######## design 1 ########
Figure 1. Placement by cell class (design 1).
Bar = 50 um.
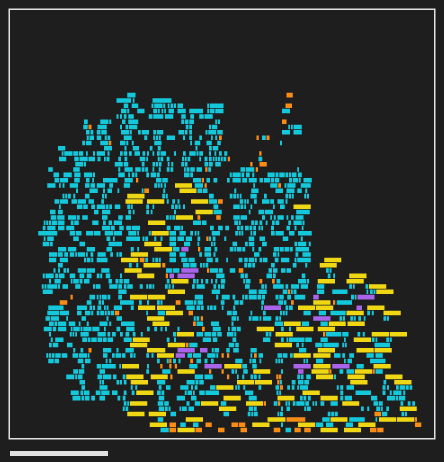

## src/rtl/viterbi_decoder_frame.sv

```systemverilog
// Frame-based rate-1/2 Viterbi decoder. Each accepted code-symbol pair performs
// one add-compare-select step across all 2**(K-1) states. After a full frame the
// survivors are traced back into an output buffer, and the buffer is then streamed
// out one bit per ready/valid transfer.
module viterbi_decoder_frame #(
  parameter int K          = 3,
  parameter int G0         = 7,
  parameter int G1         = 5,
  parameter int SOFT_W     = 1,
  parameter int FRAME_LEN  = 8,
  parameter int METRIC_W   = 8,
  parameter int TERMINATED = 0
) (
  input  logic                i_clk,
  input  logic                i_rst,
  input  logic                i_valid,
  output logic                o_ready,
  input  logic [2*SOFT_W-1:0] i_data,
  output logic                o_valid,
  input  logic                i_ready,
  output logic                o_decision,
  output logic                o_last,
  output logic [METRIC_W-1:0] o_metric
);
  localparam int SW    = K - 1;
  localparam int NS    = 1 << SW;
  localparam int CNT_W = $clog2(FRAME_LEN);
  localparam logic [K-1:0]        GM0    = G0[K-1:0];
  localparam logic [K-1:0]        GM1    = G1[K-1:0];
  localparam logic [METRIC_W-1:0] M_MAX  = '1;
  localparam logic [METRIC_W-1:0] M_INIT = {1'b1, {(METRIC_W-1){1'b0}}};
  localparam logic [SOFT_W-1:0]   S_MAX  = '1;

  function automatic logic [METRIC_W-1:0] sat_add(input logic [METRIC_W-1:0] a,
                                                  input logic [METRIC_W-1:0] b);
    logic [METRIC_W:0] s;
    s = {1'b0, a} + {1'b0, b};
    return s[METRIC_W] ? M_MAX : s[METRIC_W-1:0];
  endfunction

  // Distance of one received symbol from an ideal 0 or 1 (offset-binary soft value).
  function automatic logic [SOFT_W-1:0] sym_dist(input logic e, input logic [SOFT_W-1:0] r);
    return e ? (S_MAX - r) : r;
  endfunction

  function automatic logic [METRIC_W-1:0] branch_metric(input logic [K-1:0]        reg_bits,
                                                        input logic [2*SOFT_W-1:0] r);
    logic e0, e1;
    logic [SOFT_W:0] d;
    e0 = ^(GM0 & reg_bits);
    e1 = ^(GM1 & reg_bits);
    d  = {1'b0, sym_dist(e0, r[2*SOFT_W-1:SOFT_W])} + {1'b0, sym_dist(e1, r[SOFT_W-1:0])};
    return METRIC_W'(d);
  endfunction

  typedef enum logic [1:0] {S_IDLE, S_ACS, S_TRACE, S_OUT} state_t;

  state_t              state;
  logic [METRIC_W-1:0] pm [NS];
  logic [NS-1:0]       surv [FRAME_LEN];
  logic [FRAME_LEN-1:0] obuf;
  logic [CNT_W-1:0]    sym_cnt, tr_cnt, out_idx, nxt_idx;
  logic                tr_first;
  logic [SW-1:0]       tr_state, tr_cur, best_state;
  logic [METRIC_W-1:0] off_acc;
  logic [METRIC_W-1:0] pm_src [NS];
  logic [METRIC_W-1:0] pm_new [NS];
  logic [METRIC_W-1:0] pm_min, best_metric;
  logic [NS-1:0]       sel;
  logic                accept;

  assign accept  = i_valid & o_ready;
  assign nxt_idx = out_idx + 1'b1;
  assign tr_cur  = tr_first ? best_state : tr_state;

  // The first symbol of a frame always starts from the initial metric set.
  always_comb begin
    for (int s = 0; s < NS; s++)
      pm_src[s] = (state != S_IDLE) ? pm[s] : ((s == 0) ? '0 : M_INIT);
  end

  // Add-compare-select for every next state; ties keep the LSB-0 predecessor.
  always_comb begin
    logic [SW-1:0]       nsv, p0, p1;
    logic [METRIC_W-1:0] c0, c1;
    nsv    = '0;
    p0     = '0;
    p1     = '0;
    c0     = '0;
    c1     = '0;
    pm_min = M_MAX;
    sel    = '0;
    for (int s = 0; s < NS; s++) begin
      nsv       = SW'(s);
      p0        = {nsv[SW-2:0], 1'b0};
      p1        = {nsv[SW-2:0], 1'b1};
      c0        = sat_add(pm_src[p0], branch_metric({nsv[SW-1], p0}, i_data));
      c1        = sat_add(pm_src[p1], branch_metric({nsv[SW-1], p1}, i_data));
      sel[s]    = (c1 < c0);
      pm_new[s] = (c1 < c0) ? c1 : c0;
      if (pm_new[s] < pm_min) pm_min = pm_new[s];
    end
  end

  // Traceback start: state 0 for terminated frames, else lowest-index best metric.
  always_comb begin
    best_state  = '0;
    best_metric = pm[0];
    if (TERMINATED == 0) begin
      for (int s = 1; s < NS; s++) begin
        if (pm[s] < best_metric) begin
          best_metric = pm[s];
          best_state  = SW'(s);
        end
      end
    end
  end

  // Frame FSM: ACS per accepted symbol, traceback into obuf, then handshake output.
  // off_acc sums the per-step normalisation offsets so o_metric reports the true
  // cost of the winning path rather than its normalised (always minimal) value.
  always_ff @(posedge i_clk or posedge i_rst) begin
    if (i_rst) begin
      state      <= S_IDLE;
      o_ready    <= 1'b1;
      o_valid    <= 1'b0;
      o_decision <= 1'b0;
      o_last     <= 1'b0;
      o_metric   <= '0;
      for (int s = 0; s < NS; s++) pm[s] <= (s == 0) ? '0 : M_INIT;
      for (int f = 0; f < FRAME_LEN; f++) surv[f] <= '0;
      obuf       <= '0;
      sym_cnt    <= '0;
      tr_cnt     <= '0;
      out_idx    <= '0;
      tr_first   <= 1'b0;
      tr_state   <= '0;
      off_acc    <= '0;
    end else begin
      case (state)
        S_IDLE, S_ACS: begin
          if (accept) begin
            for (int s = 0; s < NS; s++) pm[s] <= pm_new[s] - pm_min;
            surv[sym_cnt] <= sel;
            off_acc <= (state == S_IDLE) ? pm_min : sat_add(off_acc, pm_min);
            if (sym_cnt == CNT_W'(FRAME_LEN-1)) begin
              state    <= S_TRACE;
              o_ready  <= 1'b0;
              sym_cnt  <= '0;
              tr_cnt   <= CNT_W'(FRAME_LEN-1);
              tr_first <= 1'b1;
            end else begin
              sym_cnt <= sym_cnt + 1'b1;
              state   <= S_ACS;
            end
          end
        end
        S_TRACE: begin
          obuf[tr_cnt] <= tr_cur[SW-1];
          tr_state     <= {tr_cur[SW-2:0], surv[tr_cnt][tr_cur]};
          tr_first     <= 1'b0;
          if (tr_first) o_metric <= sat_add(pm[tr_cur], off_acc);
          if (tr_cnt == '0) state <= S_OUT;
          else              tr_cnt <= tr_cnt - 1'b1;
        end
        S_OUT: begin
          if (!o_valid) begin
            o_valid    <= 1'b1;
            o_decision <= obuf[0];
            o_last     <= 1'b0;
            out_idx    <= '0;
          end else if (i_ready) begin
            if (o_last) begin
              o_valid <= 1'b0;
              o_last  <= 1'b0;
              o_ready <= 1'b1;
              state   <= S_IDLE;
            end else begin
              out_idx    <= nxt_idx;
              o_decision <= obuf[nxt_idx];
              o_last     <= (nxt_idx == CNT_W'(FRAME_LEN-1));
            end
          end
        end
        default: state <= S_IDLE;
      endcase
    end
  end
endmodule

```

## config.mk

```make
export PLATFORM = sky130hd
export DESIGN_NAME = viterbi_decoder_frame
export DESIGN_NICKNAME = d
export VERILOG_FILES = /design/src/rtl/viterbi_decoder_frame.sv
export SDC_FILE = /design/constraint.sdc
export NUM_CORES = 1
export LEC_CHECK = 0
export CAP_MARGIN = 20
export CORE_AREA = 2 2 215 217
export CTS_CLUSTER_SIZE = 12
export DETAILED_ROUTE_END_ITERATION = 10
export DIE_AREA = 0 0 217 219
export GPL_TIMING_DRIVEN = 0
export PLACE_DENSITY = 0.49
export SLEW_MARGIN = 15
export SYNTH_ARGS = -nofsm -noshare
export SYNTH_HDL_FRONTEND = slang
export SYNTH_SLANG_ARGS = --single-unit
```

## constraint.sdc

```tcl
create_clock -name i_clk -period 20 [get_ports i_clk]
set_clock_uncertainty 0.15 [all_clocks]
set_input_delay 2 -clock i_clk [delete_from_list [all_inputs] [get_ports i_clk]]
set_output_delay 2 -clock i_clk [all_outputs]
set_load 0.05 [all_outputs]
```

######## design 2 ########
[src/rtl/rbm_sequencer_pkg.sv]
// Shared defaults, index widths and FSM state type for the RBM sequencer.
package rbm_pkg;

    localparam int RBM_N_PIXEL  = 784;
    localparam int RBM_N_HIDDEN = 441;
    localparam int RBM_N_CLASS  = 10;
    localparam int RBM_W        = 12;
    localparam int RBM_N_ITER   = 30;
    localparam int RBM_CW       = 5;

    // Fixed widths of the memory-side index buses.
    localparam int PID_W = 10;
    localparam int HID_W = 9;
    localparam int SID_W = 4;

    typedef enum logic [1:0] {
        ST_IDLE = 2'd0,
        ST_HID  = 2'd1,
        ST_CLS  = 2'd2,
        ST_DONE = 2'd3
    } rbm_state_e;

endpackage

[src/rtl/rbm_sequencer_if.sv]
// Control, memory-side and core-side signals of the RBM sequencer.
// master: the sequencer; slave: the memories, the core and the controller.
interface rbm_sequencer_if #(
    parameter int W = rbm_pkg::RBM_W
);
    import rbm_pkg::*;

    logic             start;
    logic             busy;
    logic             done;
    logic [PID_W-1:0] pixel_id;
    logic [HID_W-1:0] hidden_id;
    logic [SID_W-1:0] spike_id;
    logic             pixel_in;
    logic [W-1:0]     h_weight_in;
    logic [W-1:0]     h_bias_in;
    logic [W-1:0]     c_weight_in;
    logic [W-1:0]     c_bias_in;
    logic [W-1:0]     Hvalue;
    logic [W-1:0]     Cvalue;
    logic             pixel;
    logic             hidden_pixel;
    logic             enable_hidden;
    logic             enable_classi;
    logic             hidden;
    logic             spike;

    modport master (
        input  start, pixel_in, h_weight_in, h_bias_in, c_weight_in, c_bias_in, hidden, spike,
        output busy, done, pixel_id, hidden_id, spike_id,
               Hvalue, Cvalue, pixel, hidden_pixel, enable_hidden, enable_classi
    );

    modport slave (
        output start, pixel_in, h_weight_in, h_bias_in, c_weight_in, c_bias_in, hidden, spike,
        input  busy, done, pixel_id, hidden_id, spike_id,
               Hvalue, Cvalue, pixel, hidden_pixel, enable_hidden, enable_classi
    );

endinterface

[src/rtl/rbm_spike_counter_bank.sv]
// Per-class saturating spike counters; define RBM_SEQ_ARGMAX_EN to add a
// registered label output holding the lowest index of the largest count.
module rbm_spike_counter_bank
    import rbm_pkg::*;
#(
    parameter int N_CLASS = RBM_N_CLASS,
    parameter int CW      = RBM_CW
) (
    input  logic                  clk,
    input  logic                  rst_n,
    input  logic                  clear_i,
    input  logic                  inc_i,
    input  logic [SID_W-1:0]      class_i,
    input  logic                  spike_i,
    output logic [N_CLASS*CW-1:0] count_o
`ifdef RBM_SEQ_ARGMAX_EN
    ,
    output logic [3:0]            label_o
`endif
);

    localparam logic [CW-1:0] CNT_MAX = {CW{1'b1}};

    logic [CW-1:0] cnt_q [N_CLASS];
    logic [CW-1:0] cnt_d [N_CLASS];

    // Clear on run start; otherwise add a captured spike to the selected class, holding at full scale.
    always_comb begin
        for (int i = 0; i < N_CLASS; i++) begin
            // NOTE: each counter takes its held value first, so no branch leaves it unassigned and no latch appears.
            cnt_d[i] = cnt_q[i];
            if (clear_i) begin
                cnt_d[i] = '0;
            end else if (inc_i && spike_i && (class_i == SID_W'(i)) && (cnt_q[i] != CNT_MAX)) begin
                cnt_d[i] = cnt_q[i] + CW'(1);
            end
        end
    end

    // Counter registers.
    always_ff @(posedge clk or negedge rst_n) begin
        if (!rst_n) begin
            for (int i = 0; i < N_CLASS; i++) begin
                cnt_q[i] <= '0;
            end
        end else begin
            // NOTE: non-blocking so every register updates from pre-edge values regardless of block ordering.
            cnt_q <= cnt_d;
        end
    end

    for (genvar g = 0; g < N_CLASS; g++) begin : g_pack
        assign count_o[g*CW +: CW] = cnt_q[g];
    end

`ifdef RBM_SEQ_ARGMAX_EN
    logic [3:0]    label_d;
    logic [3:0]    label_q;
    logic [CW-1:0] best;

    // Argmax over next-state counts so the registered label tracks the counts in the same cycle.
    always_comb begin
        label_d = '0;
        best    = cnt_d[0];
        for (int i = 1; i < N_CLASS; i++) begin
            if (cnt_d[i] > best) begin
                best    = cnt_d[i];
                label_d = 4'(i);
            end
        end
    end

    // Label register.
    always_ff @(posedge clk or negedge rst_n) begin
        if (!rst_n) begin
            label_q <= '0;
        end else begin
            label_q <= label_d;
        end
    end

    assign label_o = label_q;
`endif

endmodule

[src/rtl/rbm_sequencer.sv]
// RBM sampling sequencer: walks the hidden phase (pixels x hidden units) and the
// classifier phase (hidden units x classes) N_ITER times, counting class spikes.
// Define RBM_SEQ_ARGMAX_EN to add the label output.
module rbm_sequencer
    import rbm_pkg::*;
#(
    parameter int N_PIXEL  = RBM_N_PIXEL,
    parameter int N_HIDDEN = RBM_N_HIDDEN,
    parameter int N_CLASS  = RBM_N_CLASS,
    parameter int W        = RBM_W,
    parameter int N_ITER   = RBM_N_ITER,
    parameter int CW       = RBM_CW
) (
    input  logic                  clk,
    input  logic                  rst_n,
    rbm_sequencer_if.master       bus,
    output logic [N_CLASS*CW-1:0] count_o
`ifdef RBM_SEQ_ARGMAX_EN
    ,
    output logic [3:0]            label_o
`endif
);

    localparam int IW = (N_ITER > 1) ? $clog2(N_ITER) : 1;

    localparam logic [PID_W-1:0] PIX_BIAS  = PID_W'(N_PIXEL);
    localparam logic [PID_W-1:0] PIX_CAP   = PID_W'(N_PIXEL + 1);
    localparam logic [HID_W-1:0] HID_LAST  = HID_W'(N_HIDDEN - 1);
    localparam logic [HID_W-1:0] HID_BIAS  = HID_W'(N_HIDDEN);
    localparam logic [HID_W-1:0] HID_CAP   = HID_W'(N_HIDDEN + 1);
    localparam logic [SID_W-1:0] CLS_LAST  = SID_W'(N_CLASS - 1);
    localparam logic [IW-1:0]    ITER_LAST = IW'(N_ITER - 1);

    rbm_state_e          state_q, state_d;
    logic [PID_W-1:0]    pixel_id_q, pixel_id_d;
    logic [HID_W-1:0]    hidden_id_q, hidden_id_d;
    logic [SID_W-1:0]    spike_id_q, spike_id_d;
    logic [IW-1:0]       iter_q, iter_d;
    logic [N_HIDDEN-1:0] hbuf_q, hbuf_d;
    logic                start_acc;
    logic                cls_capture;
    logic                hbuf_rd;

    assign start_acc   = (state_q == ST_IDLE) && bus.start;
    assign cls_capture = (state_q == ST_CLS) && (hidden_id_q == HID_CAP);

    // Phase/step sequencing and hidden-unit capture.
    always_comb begin
        state_d     = state_q;
        pixel_id_d  = pixel_id_q;
        hidden_id_d = hidden_id_q;
        spike_id_d  = spike_id_q;
        iter_d      = iter_q;
        hbuf_d      = hbuf_q;
        case (state_q)
            ST_IDLE: begin
                if (start_acc) begin
                    state_d     = ST_HID;
                    pixel_id_d  = '0;
                    hidden_id_d = '0;
                    spike_id_d  = '0;
                    iter_d      = '0;
                    hbuf_d      = '0;
                end
            end
            ST_HID: begin
                if (pixel_id_q == PIX_CAP) begin
                    for (int i = 0; i < N_HIDDEN; i++) begin
                        if (hidden_id_q == HID_W'(i)) begin
                            hbuf_d[i] = bus.hidden;
                        end
                    end
                    pixel_id_d = '0;
                    if (hidden_id_q == HID_LAST) begin
                        state_d     = ST_CLS;
                        hidden_id_d = '0;
                        spike_id_d  = '0;
                    end else begin
                        hidden_id_d = hidden_id_q + HID_W'(1);
                    end
                end else begin
                    pixel_id_d = pixel_id_q + PID_W'(1);
                end
            end
            ST_CLS: begin
                if (hidden_id_q == HID_CAP) begin
                    hidden_id_d = '0;
                    if (spike_id_q == CLS_LAST) begin
                        spike_id_d = '0;
                        if (iter_q == ITER_LAST) begin
                            state_d = ST_DONE;
                        end else begin
                            state_d = ST_HID;
                            iter_d  = iter_q + IW'(1);
                        end
                    end else begin
                        spike_id_d = spike_id_q + SID_W'(1);
                    end
                end else begin
                    hidden_id_d = hidden_id_q + HID_W'(1);
                end
            end
            ST_DONE: state_d = ST_IDLE;
            default: state_d = ST_IDLE;
        endcase
    end

    // State, index and hidden-buffer registers.
    always_ff @(posedge clk or negedge rst_n) begin
        if (!rst_n) begin
            state_q     <= ST_IDLE;
            pixel_id_q  <= '0;
            hidden_id_q <= '0;
            spike_id_q  <= '0;
            iter_q      <= '0;
            // NOTE: the hidden buffer must read as zero after reset, so it lives in the reset branch rather than in reset-less storage.
            hbuf_q      <= '0;
        end else begin
            state_q     <= state_d;
            pixel_id_q  <= pixel_id_d;
            hidden_id_q <= hidden_id_d;
            spike_id_q  <= spike_id_d;
            iter_q      <= iter_d;
            hbuf_q      <= hbuf_d;
        end
    end

    // Read back the buffered hidden bit for the current classifier step.
    always_comb begin
        hbuf_rd = 1'b0;
        for (int i = 0; i < N_HIDDEN; i++) begin
            if (hidden_id_q == HID_W'(i)) begin
                hbuf_rd = hbuf_q[i];
            end
        end
    end

    // Core operands: weight steps pass memory data, the bias step forces the gate high, capture steps drive zero.
    always_comb begin
        bus.Hvalue       = '0;
        bus.Cvalue       = '0;
        bus.pixel        = 1'b0;
        bus.hidden_pixel = 1'b0;
        if (state_q == ST_HID) begin
            if (pixel_id_q < PIX_BIAS) begin
                bus.Hvalue = bus.h_weight_in;
                bus.pixel  = bus.pixel_in;
            end else if (pixel_id_q == PIX_BIAS) begin
                bus.Hvalue = bus.h_bias_in;
                bus.pixel  = 1'b1;
            end
        end else if (state_q == ST_CLS) begin
            if (hidden_id_q < HID_BIAS) begin
                bus.Cvalue       = bus.c_weight_in;
                bus.hidden_pixel = hbuf_rd;
            end else if (hidden_id_q == HID_BIAS) begin
                bus.Cvalue       = bus.c_bias_in;
                bus.hidden_pixel = 1'b1;
            end
        end
    end

    assign bus.busy          = (state_q == ST_HID) || (state_q == ST_CLS);
    assign bus.done          = (state_q == ST_DONE);
    assign bus.enable_hidden = (state_q == ST_HID);
    assign bus.enable_classi = (state_q == ST_CLS);
    assign bus.pixel_id      = pixel_id_q;
    assign bus.hidden_id     = hidden_id_q;
    assign bus.spike_id      = spike_id_q;

    rbm_spike_counter_bank #(
        .N_CLASS (N_CLASS),
        .CW      (CW)
    ) u_counters (
        .clk     (clk),
        .rst_n   (rst_n),
        .clear_i (start_acc),
        .inc_i   (cls_capture),
        .class_i (spike_id_q),
        .spike_i (bus.spike),
        .count_o (count_o)
`ifdef RBM_SEQ_ARGMAX_EN
        ,
        .label_o (label_o)
`endif
    );

endmodule

[src/flat_wrapper.sv]
// flat-port wrapper written by rule: the top's interface ports become plain ports
module rbm_sequencer_flat import rbm_pkg::*;
#(
    parameter int N_PIXEL  = RBM_N_PIXEL,
    parameter int N_HIDDEN = RBM_N_HIDDEN,
    parameter int N_CLASS  = RBM_N_CLASS,
    parameter int W        = RBM_W,
    parameter int N_ITER   = RBM_N_ITER,
    parameter int CW       = RBM_CW
)
  (clk, rst_n, count_o, bus_start, bus_pixel_in, bus_h_weight_in, bus_h_bias_in, bus_c_weight_in, bus_c_bias_in, bus_hidden, bus_spike, bus_busy, bus_done, bus_pixel_id, bus_hidden_id, bus_spike_id, bus_Hvalue, bus_Cvalue, bus_pixel, bus_hidden_pixel, bus_enable_hidden, bus_enable_classi);
  rbm_sequencer_if #(.W(W)) bus_i ();
  input  logic clk;
  input  logic rst_n;
  output logic [N_CLASS*CW-1:0] count_o;
  input wire logic [$bits(bus_i.start)-1:0] bus_start;
  input wire logic [$bits(bus_i.pixel_in)-1:0] bus_pixel_in;
  input wire logic [$bits(bus_i.h_weight_in)-1:0] bus_h_weight_in;
  input wire logic [$bits(bus_i.h_bias_in)-1:0] bus_h_bias_in;
  input wire logic [$bits(bus_i.c_weight_in)-1:0] bus_c_weight_in;
  input wire logic [$bits(bus_i.c_bias_in)-1:0] bus_c_bias_in;
  input wire logic [$bits(bus_i.hidden)-1:0] bus_hidden;
  input wire logic [$bits(bus_i.spike)-1:0] bus_spike;
  output wire logic [$bits(bus_i.busy)-1:0] bus_busy;
  output wire logic [$bits(bus_i.done)-1:0] bus_done;
  output wire logic [$bits(bus_i.pixel_id)-1:0] bus_pixel_id;
  output wire logic [$bits(bus_i.hidden_id)-1:0] bus_hidden_id;
  output wire logic [$bits(bus_i.spike_id)-1:0] bus_spike_id;
  output wire logic [$bits(bus_i.Hvalue)-1:0] bus_Hvalue;
  output wire logic [$bits(bus_i.Cvalue)-1:0] bus_Cvalue;
  output wire logic [$bits(bus_i.pixel)-1:0] bus_pixel;
  output wire logic [$bits(bus_i.hidden_pixel)-1:0] bus_hidden_pixel;
  output wire logic [$bits(bus_i.enable_hidden)-1:0] bus_enable_hidden;
  output wire logic [$bits(bus_i.enable_classi)-1:0] bus_enable_classi;
  assign bus_i.start = bus_start;
  assign bus_i.pixel_in = bus_pixel_in;
  assign bus_i.h_weight_in = bus_h_weight_in;
  assign bus_i.h_bias_in = bus_h_bias_in;
  assign bus_i.c_weight_in = bus_c_weight_in;
  assign bus_i.c_bias_in = bus_c_bias_in;
  assign bus_i.hidden = bus_hidden;
  assign bus_i.spike = bus_spike;
  assign bus_busy = bus_i.busy;
  assign bus_done = bus_i.done;
  assign bus_pixel_id = bus_i.pixel_id;
  assign bus_hidden_id = bus_i.hidden_id;
  assign bus_spike_id = bus_i.spike_id;
  assign bus_Hvalue = bus_i.Hvalue;
  assign bus_Cvalue = bus_i.Cvalue;
  assign bus_pixel = bus_i.pixel;
  assign bus_hidden_pixel = bus_i.hidden_pixel;
  assign bus_enable_hidden = bus_i.enable_hidden;
  assign bus_enable_classi = bus_i.enable_classi;
  rbm_sequencer #(.N_PIXEL(N_PIXEL), .N_HIDDEN(N_HIDDEN), .N_CLASS(N_CLASS), .W(W), .N_ITER(N_ITER), .CW(CW)) u_core (.clk(clk), .rst_n(rst_n), .bus(bus_i), .count_o(count_o));
endmodule
[config.mk]
export PLATFORM = sky130hd
export DESIGN_NAME = rbm_sequencer_flat
export DESIGN_NICKNAME = d
export VERILOG_FILES = /design/src/rtl/rbm_sequencer_pkg.sv /design/src/rtl/rbm_sequencer_if.sv /design/src/rtl/rbm_spike_counter_bank.sv /design/src/rtl/rbm_sequencer.sv /design/src/flat_wrapper.sv
export SDC_FILE = /design/constraint.sdc
export NUM_CORES = 2
export LEC_CHECK = 0
export CAP_MARGIN = 20
export CORE_ASPECT_RATIO = 0.75
export CORE_UTILIZATION = 45
export DETAILED_ROUTE_END_ITERATION = 16
export PLACE_DENSITY = 0.74
export SLEW_MARGIN = 15
export SYNTH_ARGS = -nofsm -noshare
export SYNTH_HDL_FRONTEND = slang
export SYNTH_HIERARCHICAL = 1
export SYNTH_SLANG_ARGS = --single-unit
[constraint.sdc]
create_clock -name clk -period 8.45 [get_ports clk]
set_clock_uncertainty 0.1 [all_clocks]
set_input_delay 1.2675 -clock clk [delete_from_list [all_inputs] [get_ports clk]]
set_output_delay 1.2675 -clock clk [all_outputs]
set_load 0.005 [all_outputs]
Figure 2. Placement by cell class (design 2).
Bar = 100 um.
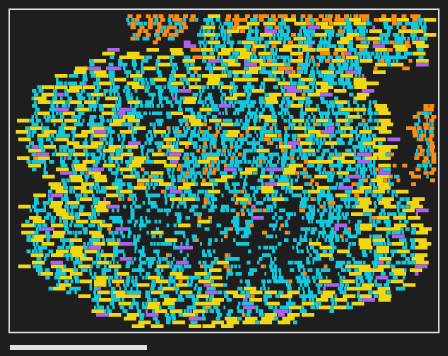
- orange: other buffers and delay cells (cells 277; share of their area 7.2%)
- yellow: flops (cells 521; share of their area 37%)
- cyan: all other logic (cells 2832; share of their area 50%)
- purple: clock drivers and dummy loads (cells 101; share of their area 5.3%)

==> reports/metrics.cfg, design 2 <==
[finish]
postLayoutCoreUtil_pct=51.48
final_cell_mix=o21ai_0 (1011), dfrtp_1 (518), a22o_1 (434)
n_antenna_cell=0
syn_to_final_growth_pct=12.25
ff_count=521

[clocking]
cts.repair.resized=0
numCtsBuffers=55

[final_timing]
setup_tns_ns=0

[place]
placed_area_um2=34460
placed_cells=4573

[yosys]
syn-cell-area_um2=32390
logic_family=AND-OR/OR-AND gates

[routing]
viasPerCell=7.205

[outcome]
status=finished, final reports clean

[floorplan]
io_pins=157

-- design 2: state kept, by name (all words and copies together) (netlist names) --
| signal | flops |
|---|---|
| u_core/iter_q | 5 |
| u_core/bus.spike_id | 4 |
| u_core/hbuf_q | 441 |
| u_core/bus.hidden_id | 9 |
| u_core/state_q | 2 |
| u_core/bus.pixel_id | 10 |
| u_core/u_counters/count_o | 50 |
-- design 2: power breakdown --
part	leakage [nW]	switching, mW	internal (mW)
combinational	6.89	0.0581	0.0321
sequential	7.21	0	2.49
clock	0.920	1.12	1.46
total	15.0	1.18	3.98
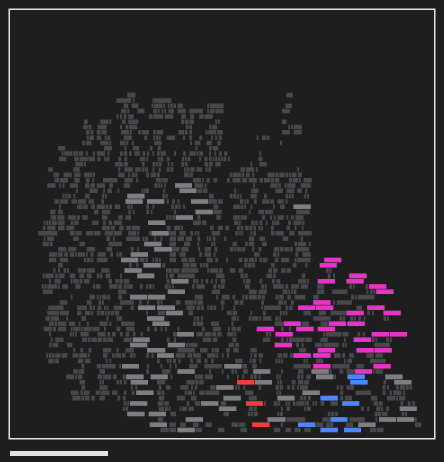
Figure 3: design 1, sequential cells coloured by netlist name.
Bar = 50 um. Other sequential cells in the stronger grey, the rest of the logic in the fainter grey.
- red: sym_cnt (flops 3)
- blue: obuf (flops 8; where south-east)
- magenta: surv (flops 32; where south-east)
- not coloured: 63

About Figure 1:
- cyan: all other logic (cells 1152; share of their area 70%)
- purple: clock drivers and dummy loads (cells 16; share of their area 2.5%)
- orange: other buffers and delay cells (cells 82; share of their area 4.3%)
- yellow: flops (cells 106; share of their area 23%)

==> reports/metrics.cfg, design 1 <==
[floorplan]
core_area_um2=45090
die_y_um=219

[clocking]
path_clk_slew_ns=0.08
cts_buffer_depth=2
clock_sinks=106
ctsHoldBuffers=0
cts.repair.resized=0

[power]
combPwrFrac_pct=24.1
clock_power_share_pct=34.8
leakagePower_nw=5.632
netSwitchingPower_mw=0.1685
switching_share_pct=32.18

[outcome]
status=finished, final reports clean

[routing]
wl_met1_mm=17.39
viasPerCell=4.947
routed-wl-met2_mm=16.57

[worst_setup_path]
regToRegStartpoint=state[1]
crit_top_cell=a21o_1
endpoint_kind=flip-flop
cp_top_family=AND-OR/OR-AND gates

[final_timing]
timing.hold.ws_ns=0.3328
setup_viol=0
setup_tns_ns=0

[global_route]
antenna_found_initial=0

[min_path]
hp-start=surv[18]
min_to=surv[18]

[finish]
fin_area_um2=12440

[yosys]
ys_cells=1321
top_area_cell=dfrtp_1

[place]
placed_cells=1940

-- design 1: flip-flops by register name, indices dropped and copies added, names as in the netlist --
signal and count:
pm 32, o_ready 1, tr_first 1, o_valid 1
o_decision 1, state 2, surv 32, o_metric 8
o_last 1, sym_cnt 3, tr_state 2, obuf 8
out_idx 3, off_acc 8, tr_cnt 3
-- design 1: worst register-to-register path, delay by kind of cell, from the launching register on --
family | cells | cell delay, ns
adder cells (fa/ha/maj) | 8 | 2.32
multiplexers | 2 | 0.70
flip-flops | 1 | 0.33
AND/OR/NAND/NOR | 13 | 2.59
buffers and inverters | 12 | 3.32
AND-OR/OR-AND | 22 | 5.89

######## design 3 ########
Figure 4. Placement by cell class (design 3).
Bar = 10 um.
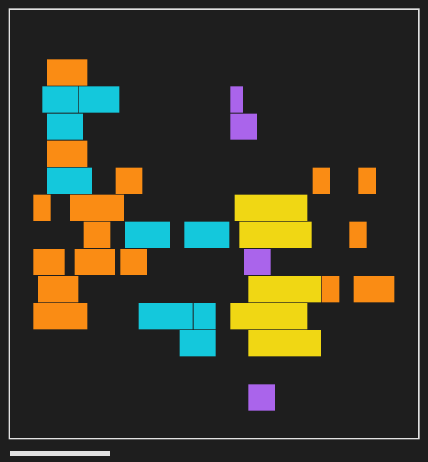

--- src/rtl/decode_pkg.sv ---
// Shared widths, types and the one-hot helper for the write-select decode tree.
// The optional checker in decoder_2_4 is enabled by DECODE_ONEHOT_CHECK_EN.
package decode_pkg;

   localparam int unsigned DEC_SEL_W = 2;
   localparam int unsigned DEC_OUT_W = 4;

   typedef logic [DEC_SEL_W-1:0] dec_sel_t;
   typedef logic [DEC_OUT_W-1:0] dec_onehot_t;

   // True when v is all-zero or has exactly one bit set.
   function automatic logic is_onehot0(input dec_onehot_t v);
      return (v & (v - dec_onehot_t'(1))) == dec_onehot_t'(0);
   endfunction

endpackage : decode_pkg

--- src/rtl/decoder_1_2.sv ---
// 1-to-2 decoder with enable; building block of the 2-to-4 decode tree.
module decoder_1_2 (
   input  logic       en,
   input  logic       in,
   output logic [1:0] out
);

   assign out[0] = en & ~in;
   assign out[1] = en &  in;

endmodule : decoder_1_2

--- src/rtl/decoder_2_4.sv ---
// 2-to-4 one-hot decoder with enable, combinational output plus a 1-cycle registered copy.
// Define DECODE_ONEHOT_CHECK_EN to add the registered onehot_err checker port.
module decoder_2_4
   import decode_pkg::*;
(
   input  logic        clk,
   input  logic        reset,
   input  logic        en,
   input  dec_sel_t    in,
   output dec_onehot_t out,
   output dec_onehot_t out_q,
   output logic        valid_q
`ifdef DECODE_ONEHOT_CHECK_EN
   ,
   output logic        onehot_err
`endif
);

   logic [1:0]  grp_en;
   dec_onehot_t out_d;
   logic        valid_d;

   // in[1] picks the half, in[0] picks the bit within it.
   decoder_1_2 u_grp (
      .en  (en),
      .in  (in[1]),
      .out (grp_en)
   );

   decoder_1_2 u_lo (
      .en  (grp_en[0]),
      .in  (in[0]),
      .out (out[1:0])
   );

   decoder_1_2 u_hi (
      .en  (grp_en[1]),
      .in  (in[0]),
      .out (out[3:2])
   );

   always_comb begin
      out_d   = out;
      valid_d = en;
   end

   always_ff @(posedge clk) begin
      if (reset) begin
         out_q   <= dec_onehot_t'(0);
         valid_q <= 1'b0;
      end else begin
         out_q   <= out_d;
         valid_q <= valid_d;
      end
   end

`ifdef DECODE_ONEHOT_CHECK_EN
   logic err_d;

   // Flag more than one bit set, or an enabled decode that produced nothing.
   always_comb begin
      err_d = !is_onehot0(out) || (en && (out == dec_onehot_t'(0)));
   end

   always_ff @(posedge clk) begin
      if (reset) begin
         onehot_err <= 1'b0;
      end else begin
         onehot_err <= err_d;
      end
   end

   always_ff @(posedge clk) begin
      if (!reset) begin
         assert (!err_d)
            else $error("decoder_2_4: illegal decode en=%b in=%b out=%b", en, in, out);
      end
   end
`endif

endmodule : decoder_2_4

--- config.mk ---
export PLATFORM = sky130hd
export DESIGN_NAME = decoder_2_4
export DESIGN_NICKNAME = d
export VERILOG_FILES = /design/src/rtl/decode_pkg.sv /design/src/rtl/decoder_1_2.sv /design/src/rtl/decoder_2_4.sv
export SDC_FILE = /design/constraint.sdc
export NUM_CORES = 1
export LEC_CHECK = 0
export CORE_AREA = 2 2 39 41
export CTS_CLUSTER_SIZE = 14
export DETAILED_ROUTE_END_ITERATION = 6
export DIE_AREA = 0 0 41 43
export GPL_ROUTABILITY_DRIVEN = 0
export HOLD_SLACK_MARGIN = 0.02
export PLACE_DENSITY = 0.36
export SLEW_MARGIN = 20
export SYNTH_ARGS = -nofsm -noshare
export SYNTH_HDL_FRONTEND = slang
export SYNTH_SLANG_ARGS = --single-unit
--- constraint.sdc ---
create_clock -name clk -period 0.8 [get_ports clk]
set_clock_uncertainty 0.05 [all_clocks]
set_input_delay 0.16 -clock clk [delete_from_list [all_inputs] [get_ports clk]]
set_output_delay 0.16 -clock clk [all_outputs]
set_load 0.01 [all_outputs]
######## design 4 ########
`src/rtl/seg_scan_driver.sv`:
```
// 4-digit 7-segment scan controller with per-slot blanking and frame-synchronous display update.
// Define LEADING_ZERO_BLANK_EN to suppress leading zero digits (digits 3..1).
module seg_scan_driver #(
  parameter int unsigned REFRESH_DIV  = 100000,
  parameter int unsigned BLANK_CYCLES = 1000
) (
  input  logic        clk,
  input  logic        rst_n,
  input  logic        enable,
  input  logic        load,
  input  logic [15:0] value_in,
  input  logic [3:0]  dp_in,
  output logic [1:0]  signal,
  output logic        digit_en,
  output logic [3:0]  nibble,
  output logic        dp,
  output logic        frame_done
);

  localparam int unsigned CW   = (REFRESH_DIV > 1) ? $clog2(REFRESH_DIV) : 1;
  localparam logic [CW-1:0] LAST = CW'(REFRESH_DIV - 1);
  localparam logic [CW-1:0] BLK  = CW'(BLANK_CYCLES);

  typedef enum logic [1:0] {
    IDLE,
    BLANK,
    SHOW
  } state_t;

  state_t        state, state_nxt;
  logic [CW-1:0] cnt, cnt_nxt;
  logic [1:0]    sig_nxt;
  logic [15:0]   act_val, act_val_nxt, shd_val, shd_val_nxt;
  logic [3:0]    act_dp, act_dp_nxt, shd_dp, shd_dp_nxt;
  logic          pending, pending_nxt;
  logic          frame_end;
  logic          lit;
  logic          en_nxt;
  logic [3:0]    nibble_nxt;
  logic          dp_nxt;
  logic          fd_nxt;

  // Slot sequencing
  always_comb begin
    frame_end = enable && (state != IDLE) && (signal == 2'd3) && (cnt == LAST);
    cnt_nxt   = '0;
    sig_nxt   = '0;
    state_nxt = IDLE;
    if (enable) begin
      if (state != IDLE) begin
        if (cnt == LAST) begin
          cnt_nxt = '0;
          sig_nxt = signal + 2'd1;
        end else begin
          cnt_nxt = cnt + CW'(1);
          sig_nxt = signal;
        end
      end
      state_nxt = (cnt_nxt < BLK) ? BLANK : SHOW;
    end
  end

  // A load coinciding with the frame end bypasses the shadow so the newest value wins.
  always_comb begin
    act_val_nxt = act_val;
    act_dp_nxt  = act_dp;
    shd_val_nxt = shd_val;
    shd_dp_nxt  = shd_dp;
    pending_nxt = pending;
    if (state == IDLE) begin
      if (load) begin
        act_val_nxt = value_in;
        act_dp_nxt  = dp_in;
        pending_nxt = 1'b0;
      end
    end else if (frame_end) begin
      if (load) begin
        act_val_nxt = value_in;
        act_dp_nxt  = dp_in;
      end else if (pending) begin
        act_val_nxt = shd_val;
        act_dp_nxt  = shd_dp;
      end
      pending_nxt = 1'b0;
    end else if (load) begin
      shd_val_nxt = value_in;
      shd_dp_nxt  = dp_in;
      pending_nxt = 1'b1;
    end
  end

  // Output values for the upcoming cycle, so registered outputs align with signal
  always_comb begin
    nibble_nxt = act_val_nxt[{sig_nxt, 2'b00} +: 4];
    dp_nxt     = act_dp_nxt[sig_nxt];
`ifdef LEADING_ZERO_BLANK_EN
    unique case (sig_nxt)
      2'd0:    lit = 1'b1;
      2'd1:    lit = act_dp_nxt[1] | (|act_val_nxt[15:4]);
      2'd2:    lit = act_dp_nxt[2] | (|act_val_nxt[15:8]);
      default: lit = act_dp_nxt[3] | (|act_val_nxt[15:12]);
    endcase
`else
    lit = 1'b1;
`endif
    en_nxt = (state_nxt == SHOW) && lit;
    fd_nxt = (state_nxt != IDLE) && (sig_nxt == 2'd3) && (cnt_nxt == LAST);
  end

  always_ff @(posedge clk) begin
    if (!rst_n) begin
      state      <= IDLE;
      cnt        <= '0;
      signal     <= '0;
      digit_en   <= 1'b0;
      nibble     <= '0;
      dp         <= 1'b0;
      frame_done <= 1'b0;
      act_val    <= '0;
      act_dp     <= '0;
      shd_val    <= '0;
      shd_dp     <= '0;
      pending    <= 1'b0;
    end else begin
      state      <= state_nxt;
      cnt        <= cnt_nxt;
      signal     <= sig_nxt;
      digit_en   <= en_nxt;
      nibble     <= nibble_nxt;
      dp         <= dp_nxt;
      frame_done <= fd_nxt;
      act_val    <= act_val_nxt;
      act_dp     <= act_dp_nxt;
      shd_val    <= shd_val_nxt;
      shd_dp     <= shd_dp_nxt;
      pending    <= pending_nxt;
    end
  end

endmodule
```
`config.mk`:
```
export PLATFORM = sky130hd
export DESIGN_NAME = seg_scan_driver
export DESIGN_NICKNAME = d
export VERILOG_FILES = /design/src/rtl/seg_scan_driver.sv
export SDC_FILE = /design/constraint.sdc
export NUM_CORES = 1
export LEC_CHECK = 0
export CORE_UTILIZATION = 51
export CTS_CLUSTER_DIAMETER = 150
export DETAILED_ROUTE_END_ITERATION = 16
export GPL_TIMING_DRIVEN = 0
export PLACE_DENSITY_LB_ADDON = 0.1
export SLEW_MARGIN = 20
export SYNTH_ARGS = -nofsm -noshare
export SYNTH_HDL_FRONTEND = slang
export SYNTH_SLANG_ARGS = --single-unit
```
`constraint.sdc`:
```
create_clock -name clk -period 2.3 [get_ports clk]
set_input_delay 0.46 -clock clk [delete_from_list [all_inputs] [get_ports clk]]
set_output_delay 0.46 -clock clk [all_outputs]
set_load 0.01 [all_outputs]
```
######## design 5 ########
$ cat src/rtl/ttt_pkg.sv
// Shared tic-tac-toe definitions used by the position encoder and the decoder.
// Holds the encoder FSM state type, the board cell count and the code width.
// Cell mapping: code k (1..9) <-> board bit k-1; code 0 means "no cell".
package ttt_pkg;

    localparam int unsigned NumCells  = 9;
    localparam int unsigned CodeWidth = 4;

    typedef enum logic [1:0] {
        StIdle,
        StDebounce,
        StReport,
        StRelease
    } enc_state_e;

endpackage

$ cat src/rtl/ttt_onehot_enc.sv
// Combinational one-hot to position-code encoder.
// Ports:
//   onehot  in  9 : candidate cell vector, bit i = cell i
//   code    out 4 : i+1 when exactly one bit i is set, otherwise 0
//   multi   out 1 : more than one bit set
module ttt_onehot_enc
    import ttt_pkg::*;
(
    input  logic [NumCells-1:0]  onehot,
    output logic [CodeWidth-1:0] code,
    output logic                 multi
);

    logic [CodeWidth-1:0] ones;
    logic [CodeWidth-1:0] idx_code;

    always_comb begin
        ones     = '0;
        idx_code = '0;
        // Scan from the top so the lowest set bit wins; only used when one-hot.
        for (int i = NumCells - 1; i >= 0; i--) begin
            if (onehot[i]) begin
                ones     = ones + CodeWidth'(1);
                idx_code = CodeWidth'(i + 1);
            end
        end
        multi = (ones > CodeWidth'(1));
        code  = (ones == CodeWidth'(1)) ? idx_code : '0;
    end

endmodule

$ cat src/rtl/ttt_pos_encoder.sv
// Tic-tac-toe pad position encoder.
// Synchronizes and debounces the nine raw pad inputs, then reports one accepted
// move (or an error) per stable press, and waits for a full release before the
// next press can be reported.
// Ports:
//   CLK        in  1 : system clock, rising edge
//   RST        in  1 : synchronous active-high reset
//   ENABLE     in  1 : 1 = accept pad presses
//   PAD_IN     in  9 : raw asynchronous pad presses, bit i = cell i
//   OCCUPIED   in  9 : cells already marked, synchronous
//   POS_CODE   out 4 : last reported cell code (i+1), 0 after error/reset
//   POS_VALID  out 1 : pulse, accepted move on POS_CODE
//   ERR_MULTI  out 1 : pulse, more than one pad held stably
//   ERR_TAKEN  out 1 : pulse, stable press on an occupied cell
//   BUSY       out 1 : FSM not idle
module ttt_pos_encoder
    import ttt_pkg::*;
#(
    parameter int unsigned DEB_CYCLES = 4
) (
    input  logic                 CLK,
    input  logic                 RST,
    input  logic                 ENABLE,
    input  logic [NumCells-1:0]  PAD_IN,
    input  logic [NumCells-1:0]  OCCUPIED,
    output logic [CodeWidth-1:0] POS_CODE,
    output logic                 POS_VALID,
    output logic                 ERR_MULTI,
    output logic                 ERR_TAKEN,
    output logic                 BUSY
);

    localparam logic [7:0] DebLimit = 8'(DEB_CYCLES);

    enc_state_e           state;
    logic [NumCells-1:0]  sync_a;
    logic [NumCells-1:0]  sync_b;
    logic [NumCells-1:0]  cand;
    logic [7:0]           cnt;
    logic [CodeWidth-1:0] enc_code;
    logic                 enc_multi;

    ttt_onehot_enc u_enc (
        .onehot (cand),
        .code   (enc_code),
        .multi  (enc_multi)
    );

    assign BUSY = (state != StIdle);

    always_ff @(posedge CLK) begin
        if (RST) begin
            state     <= StIdle;
            sync_a    <= '0;
            sync_b    <= '0;
            cand      <= '0;
            cnt       <= '0;
            POS_CODE  <= '0;
            POS_VALID <= 1'b0;
            ERR_MULTI <= 1'b0;
            ERR_TAKEN <= 1'b0;
        end else begin
            sync_a    <= PAD_IN;
            sync_b    <= sync_a;
            POS_VALID <= 1'b0;
            ERR_MULTI <= 1'b0;
            ERR_TAKEN <= 1'b0;

            case (state)
                StIdle: begin
                    if (ENABLE && (sync_b != '0)) begin
                        cand  <= sync_b;
                        cnt   <= 8'd1;
                        state <= StDebounce;
                    end
                end
                StDebounce: begin
                    if (!ENABLE || (sync_b != cand)) begin
                        cand  <= '0;
                        cnt   <= '0;
                        state <= StIdle;
                    end else if (cnt >= DebLimit) begin
                        // Pulses are registered on entry so they are high during REPORT.
                        cnt   <= '0;
                        state <= StReport;
                        if (enc_multi) begin
                            ERR_MULTI <= 1'b1;
                            POS_CODE  <= '0;
                        end else if ((cand & OCCUPIED) != '0) begin
                            ERR_TAKEN <= 1'b1;
                            POS_CODE  <= '0;
                        end else begin
                            POS_VALID <= 1'b1;
                            POS_CODE  <= enc_code;
                        end
                    end else if (cnt != 8'hff) begin
                        cnt <= cnt + 8'd1;
                    end
                end
                StReport: begin
                    cnt   <= '0;
                    state <= StRelease;
                end
                StRelease: begin
                    // ENABLE is ignored here: release always completes in full.
                    if (sync_b != '0) begin
                        cnt <= '0;
                    end else if (cnt >= DebLimit - 8'd1) begin
                        cnt   <= '0;
                        cand  <= '0;
                        state <= StIdle;
                    end else if (cnt != 8'hff) begin
                        cnt <= cnt + 8'd1;
                    end
                end
                default: begin
                    cnt   <= '0;
                    cand  <= '0;
                    state <= StIdle;
                end
            endcase
        end
    end

endmodule
$ cat config.mk
export PLATFORM = sky130hd
export DESIGN_NAME = ttt_pos_encoder
export DESIGN_NICKNAME = d
export VERILOG_FILES = /design/src/rtl/ttt_pkg.sv /design/src/rtl/ttt_onehot_enc.sv /design/src/rtl/ttt_pos_encoder.sv
export SDC_FILE = /design/constraint.sdc
export NUM_CORES = 1
export LEC_CHECK = 0
export CORE_ASPECT_RATIO = 1.4
export CORE_MARGIN = 1
export CORE_UTILIZATION = 40
export CTS_BUF_LIST = sky130_fd_sc_hd__clkbuf_8
export CTS_CLUSTER_DIAMETER = 80
export DETAILED_ROUTE_END_ITERATION = 6
export HOLD_SLACK_MARGIN = 0.15
export SYNTH_ARGS = -nofsm -noshare
export SYNTH_HDL_FRONTEND = slang
export SYNTH_SLANG_ARGS = --single-unit
$ cat constraint.sdc
create_clock -name CLK -period 5.93 [get_ports CLK]
set_input_delay 0.8895 -clock CLK [delete_from_list [all_inputs] [get_ports CLK]]
set_output_delay 0.8895 -clock CLK [all_outputs]
set_load 0.02 [all_outputs]
Figure 5. Congestion heat map (design 4).
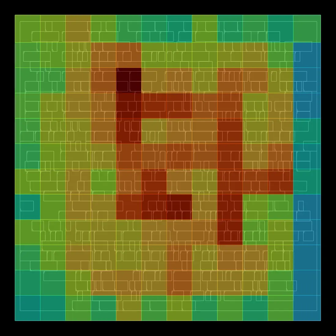
GR Util met2: 37.93%
M3 GR Usage: 6.759%

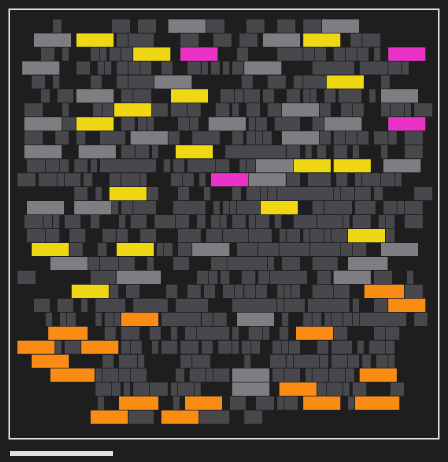
Figure 6: design 4, sequential cells coloured by netlist name.
Bar = 20 um. Other sequential cells in the stronger grey, the rest of the logic in the fainter grey.
- yellow: act_val (flops 16)
- orange: cnt (flops 17)
- magenta: shd_dp (flops 4)

==> reports/metrics.cfg, design 4 <==
[final_timing]
hold_viol=0
setup_tns_ns=0

[routing]
routed-wl-met2_mm=3.932

[floorplan]
taps=77

[finish]
clk_share_pct=5.146
largest_reg_flops=17
reg_top3=cnt (17), act_val (16), shd_val (16)
max_flop_register=cnt
fin_area_um2=4377

[power]
powerComb_mw=0.287
combPwrFrac_pct=10.8

[worst_setup_path]
cp.arrival_ns=2.55
endpoint_kind=flip-flop

[outcome]
status=finished, final reports clean

[yosys]
ys_sh_xor_pct=4.148
synth.distinct_cells=61
async_flop_share_pct=0
top_cell=dfxtp_1
logic_family=simple AND/OR/NAND/NOR gates

[clocking]
postCtsSetupBuffers=13

design 4: placed cells by master (no fill, tap or decap), drive strengths merged, types with 5 or more instances in the layout:
cell / instances
a22o: 5
nand2b: 9
o21ai: 6
nor3b: 5
nor2b: 8
inv: 5
a21oi: 12
nor3: 9
xnor2: 7
clkdlybuf4s50: 29
o22ai: 13
clkbuf: 23
nor2: 28
nand3: 32
mux2i: 7
and2: 15
nor4: 6
nand2: 50
dfxtp: 68
and3: 6
xor2: 9
a21boi: 21
buf: 25
a31oi: 8
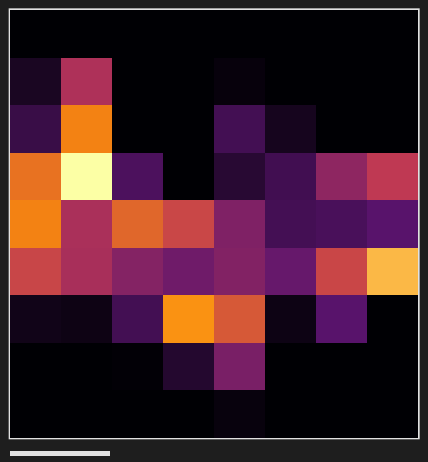
Figure 7: design 3, routed metal per tile.
Bar = 10 um. The die is cut into 8 by 9 equal tiles; black is low, pale yellow is high, scaled to the fullest tile. Values are wire area over tile area, all layers added.
- emptiest ninth of the die: north-east
- tiles over half the peak: 17%
- nearly empty tiles: 46%
- fullest tile: 0.25

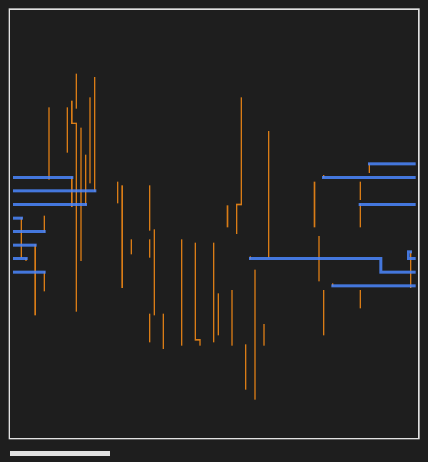
Figure 8: design 3, metal layers overlaid.
Bar = 10 um. Only two layers are drawn.
- blue: met3 (wire length 77.3 um)
- orange: met2 (wire length 239 um)

## Picture notes: Figure 4
- orange: other buffers and delay cells (cells 16; share of their area 39%)
- cyan: all other logic (cells 9; share of their area 27%)
- yellow: flops (cells 5; share of their area 27%)
- purple: clock drivers and dummy loads (cells 4; share of their area 7.1%)

==> reports/metrics.cfg, design 3 <==
[outcome]
status=finished with violations
violations=negative setup slack

[finish]
final_cell_mix=buf_6 (5), buf_2 (5), dfxtp_1 (4)
num-nets-final=40
clk_share_pct=6.731

[routing]
wl_um=484
vias=195

[global_route]
met3_usage_pct=2.618

[yosys]
ys_warn_count=0
synth.distinct_cells=8
ys_cells=14

[final_timing]
setup_viol=6
setup_ws_ns=-0.06238
tightest_slew_ns=0.1798

[clocking]
cts_tree=done

[power]
clock_power_share_pct=43.3
netSwitchingPower_mw=0.1329

[worst_setup_path]
cp_top_family=flip-flops

[place]
place_ws_ns=-0.8488

design 3: tightest hold or removal path, delay by kind of cell:
kind / cells / cell delay [ns]
buffers and inverters: 2 / 0.19
AND/OR/NAND/NOR: 1 / 0.04
design 3: cells by family after synthesis:
kind of cell | count (synthesis) | synth area share [%]
DFF | 5 | 52.29
and+or+nand+nor | 9 | 47.71
design 3: final timing paths:
| check | to | depth (start not counted) |
|---|---|---|
| max | out_q[0] | 1 |
| min | out_q[0] | 3 |
design 3: flip-flops by register name, indices dropped and copies added, names as in the netlist:
| signal | flops |
|---|---|
| out_q | 4 |
| valid_q | 1 |
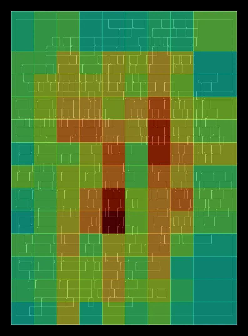
Figure 9: design 5, congestion heat map.
GR Util met2: 29.25%
global routing's busiest layer: met2
M3 GR Usage: 3.019%
grt met1 use: 20.04%
WL per Instance: 12.81 um

==> reports/metrics.cfg, design 5 <==
[power]
combPwrFrac_pct=16.4
powerComb_mw=0.109
maxPowerGroup=registers
power_density_nw_per_um2=228.0

[floorplan]
die_y_um=94.91
core_area_um2=5904

[finish]
num-nets-final=343
comb_share_pct=51.25
syn_to_final_growth_pct=17.81

[global_route]
grt_pass1_wl_mm=8.197
antenna_found_initial=0

[routing]
drc=0

[yosys]
synth_top_flop_cell=dfxtp_1
syn_area_per_cell_um2=8.563

[clocking]
cts_htree_levels=2
cts_tree=done
cts.repair.resized=0

[worst_setup_path]
cp_top_family=adder cells
worst_setup_path_start_kind=flip-flop

[outcome]
status=finished, final reports clean

[place]
portBuffers=28

[min_path]
hp-start=sync_a[2]
min_to=sync_b[2]
hp-class=reg2reg

[run]
max_cap_violations=0

design 5: through the flow:
stage          setup slack [ns]  instance area (um2)  hold WS [ns]
2_1_floorplan             1.034                 2466        0.4138
3_3_place_gp             0.6911                 2790        0.4178
3_5_place_dp             0.5777                 2790        0.4204
4_1_cts                  0.5414                 2905        0.4427
5_1_grt                  0.1426                 2905        0.4580
6_report                 0.5681                 2905        0.4398
design 5: registers in the layout, indices dropped and copies added, names as in the netlist, named ones only:
signal / cells
cand: 9
POS_CODE: 4
ERR_TAKEN: 1
ERR_MULTI: 1
POS_VALID: 1
cnt: 8
sync_a: 9
state: 1
sync_b: 9

## Gallery

Gate-type map.
Plate I
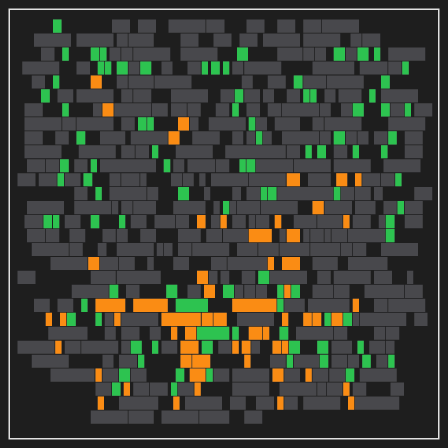
Plate II
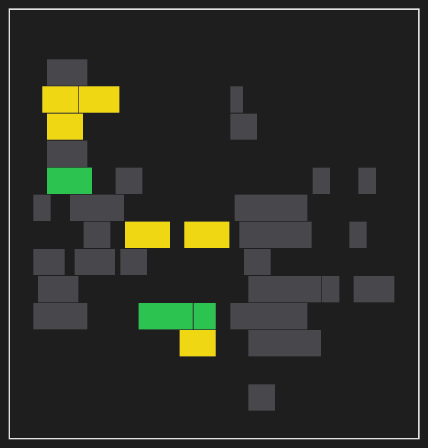
Plate III
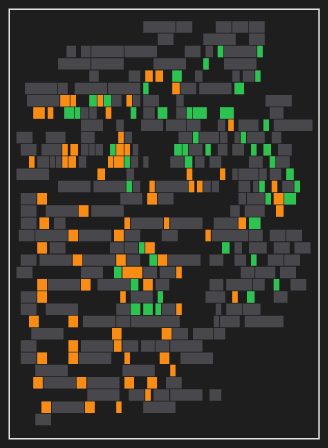
- most cells: Plate I
- fewest cells: Plate II
Plate II: design 3
Plate I: design 4
Plate III: design 5



==> layout pictures side by side <==
Metal layers overlaid.
(a)
Bar = 100 um. Only two layers are drawn.
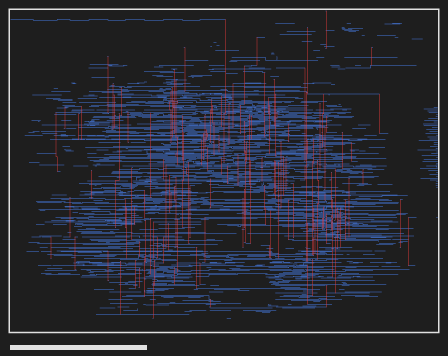
(b)
Bar = 20 um. Only two layers are drawn.
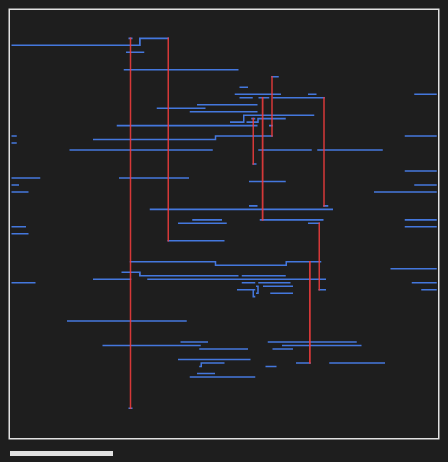
(c)
Bar = 50 um. Only two layers are drawn.
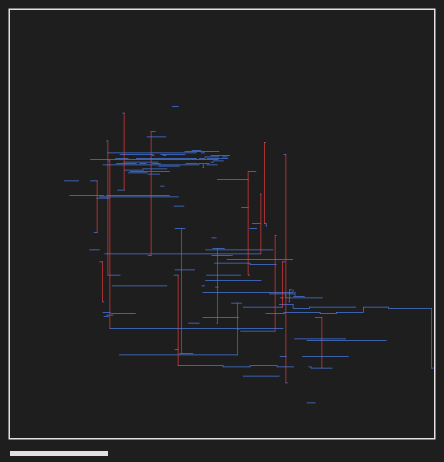
(d)
Bar = 20 um. Only two layers are drawn.
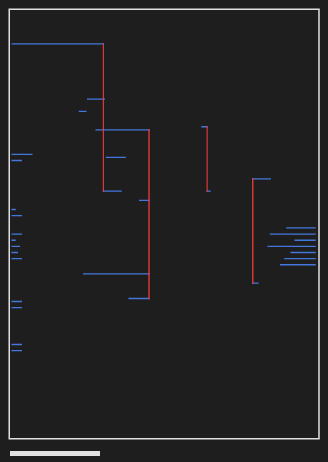
(a): design 2
(c): design 1
(b): design 4
(d): design 5
- least wire: (d)
- largest die: (a)

No activity file was given, so power comes from the tool's default toggle rates.
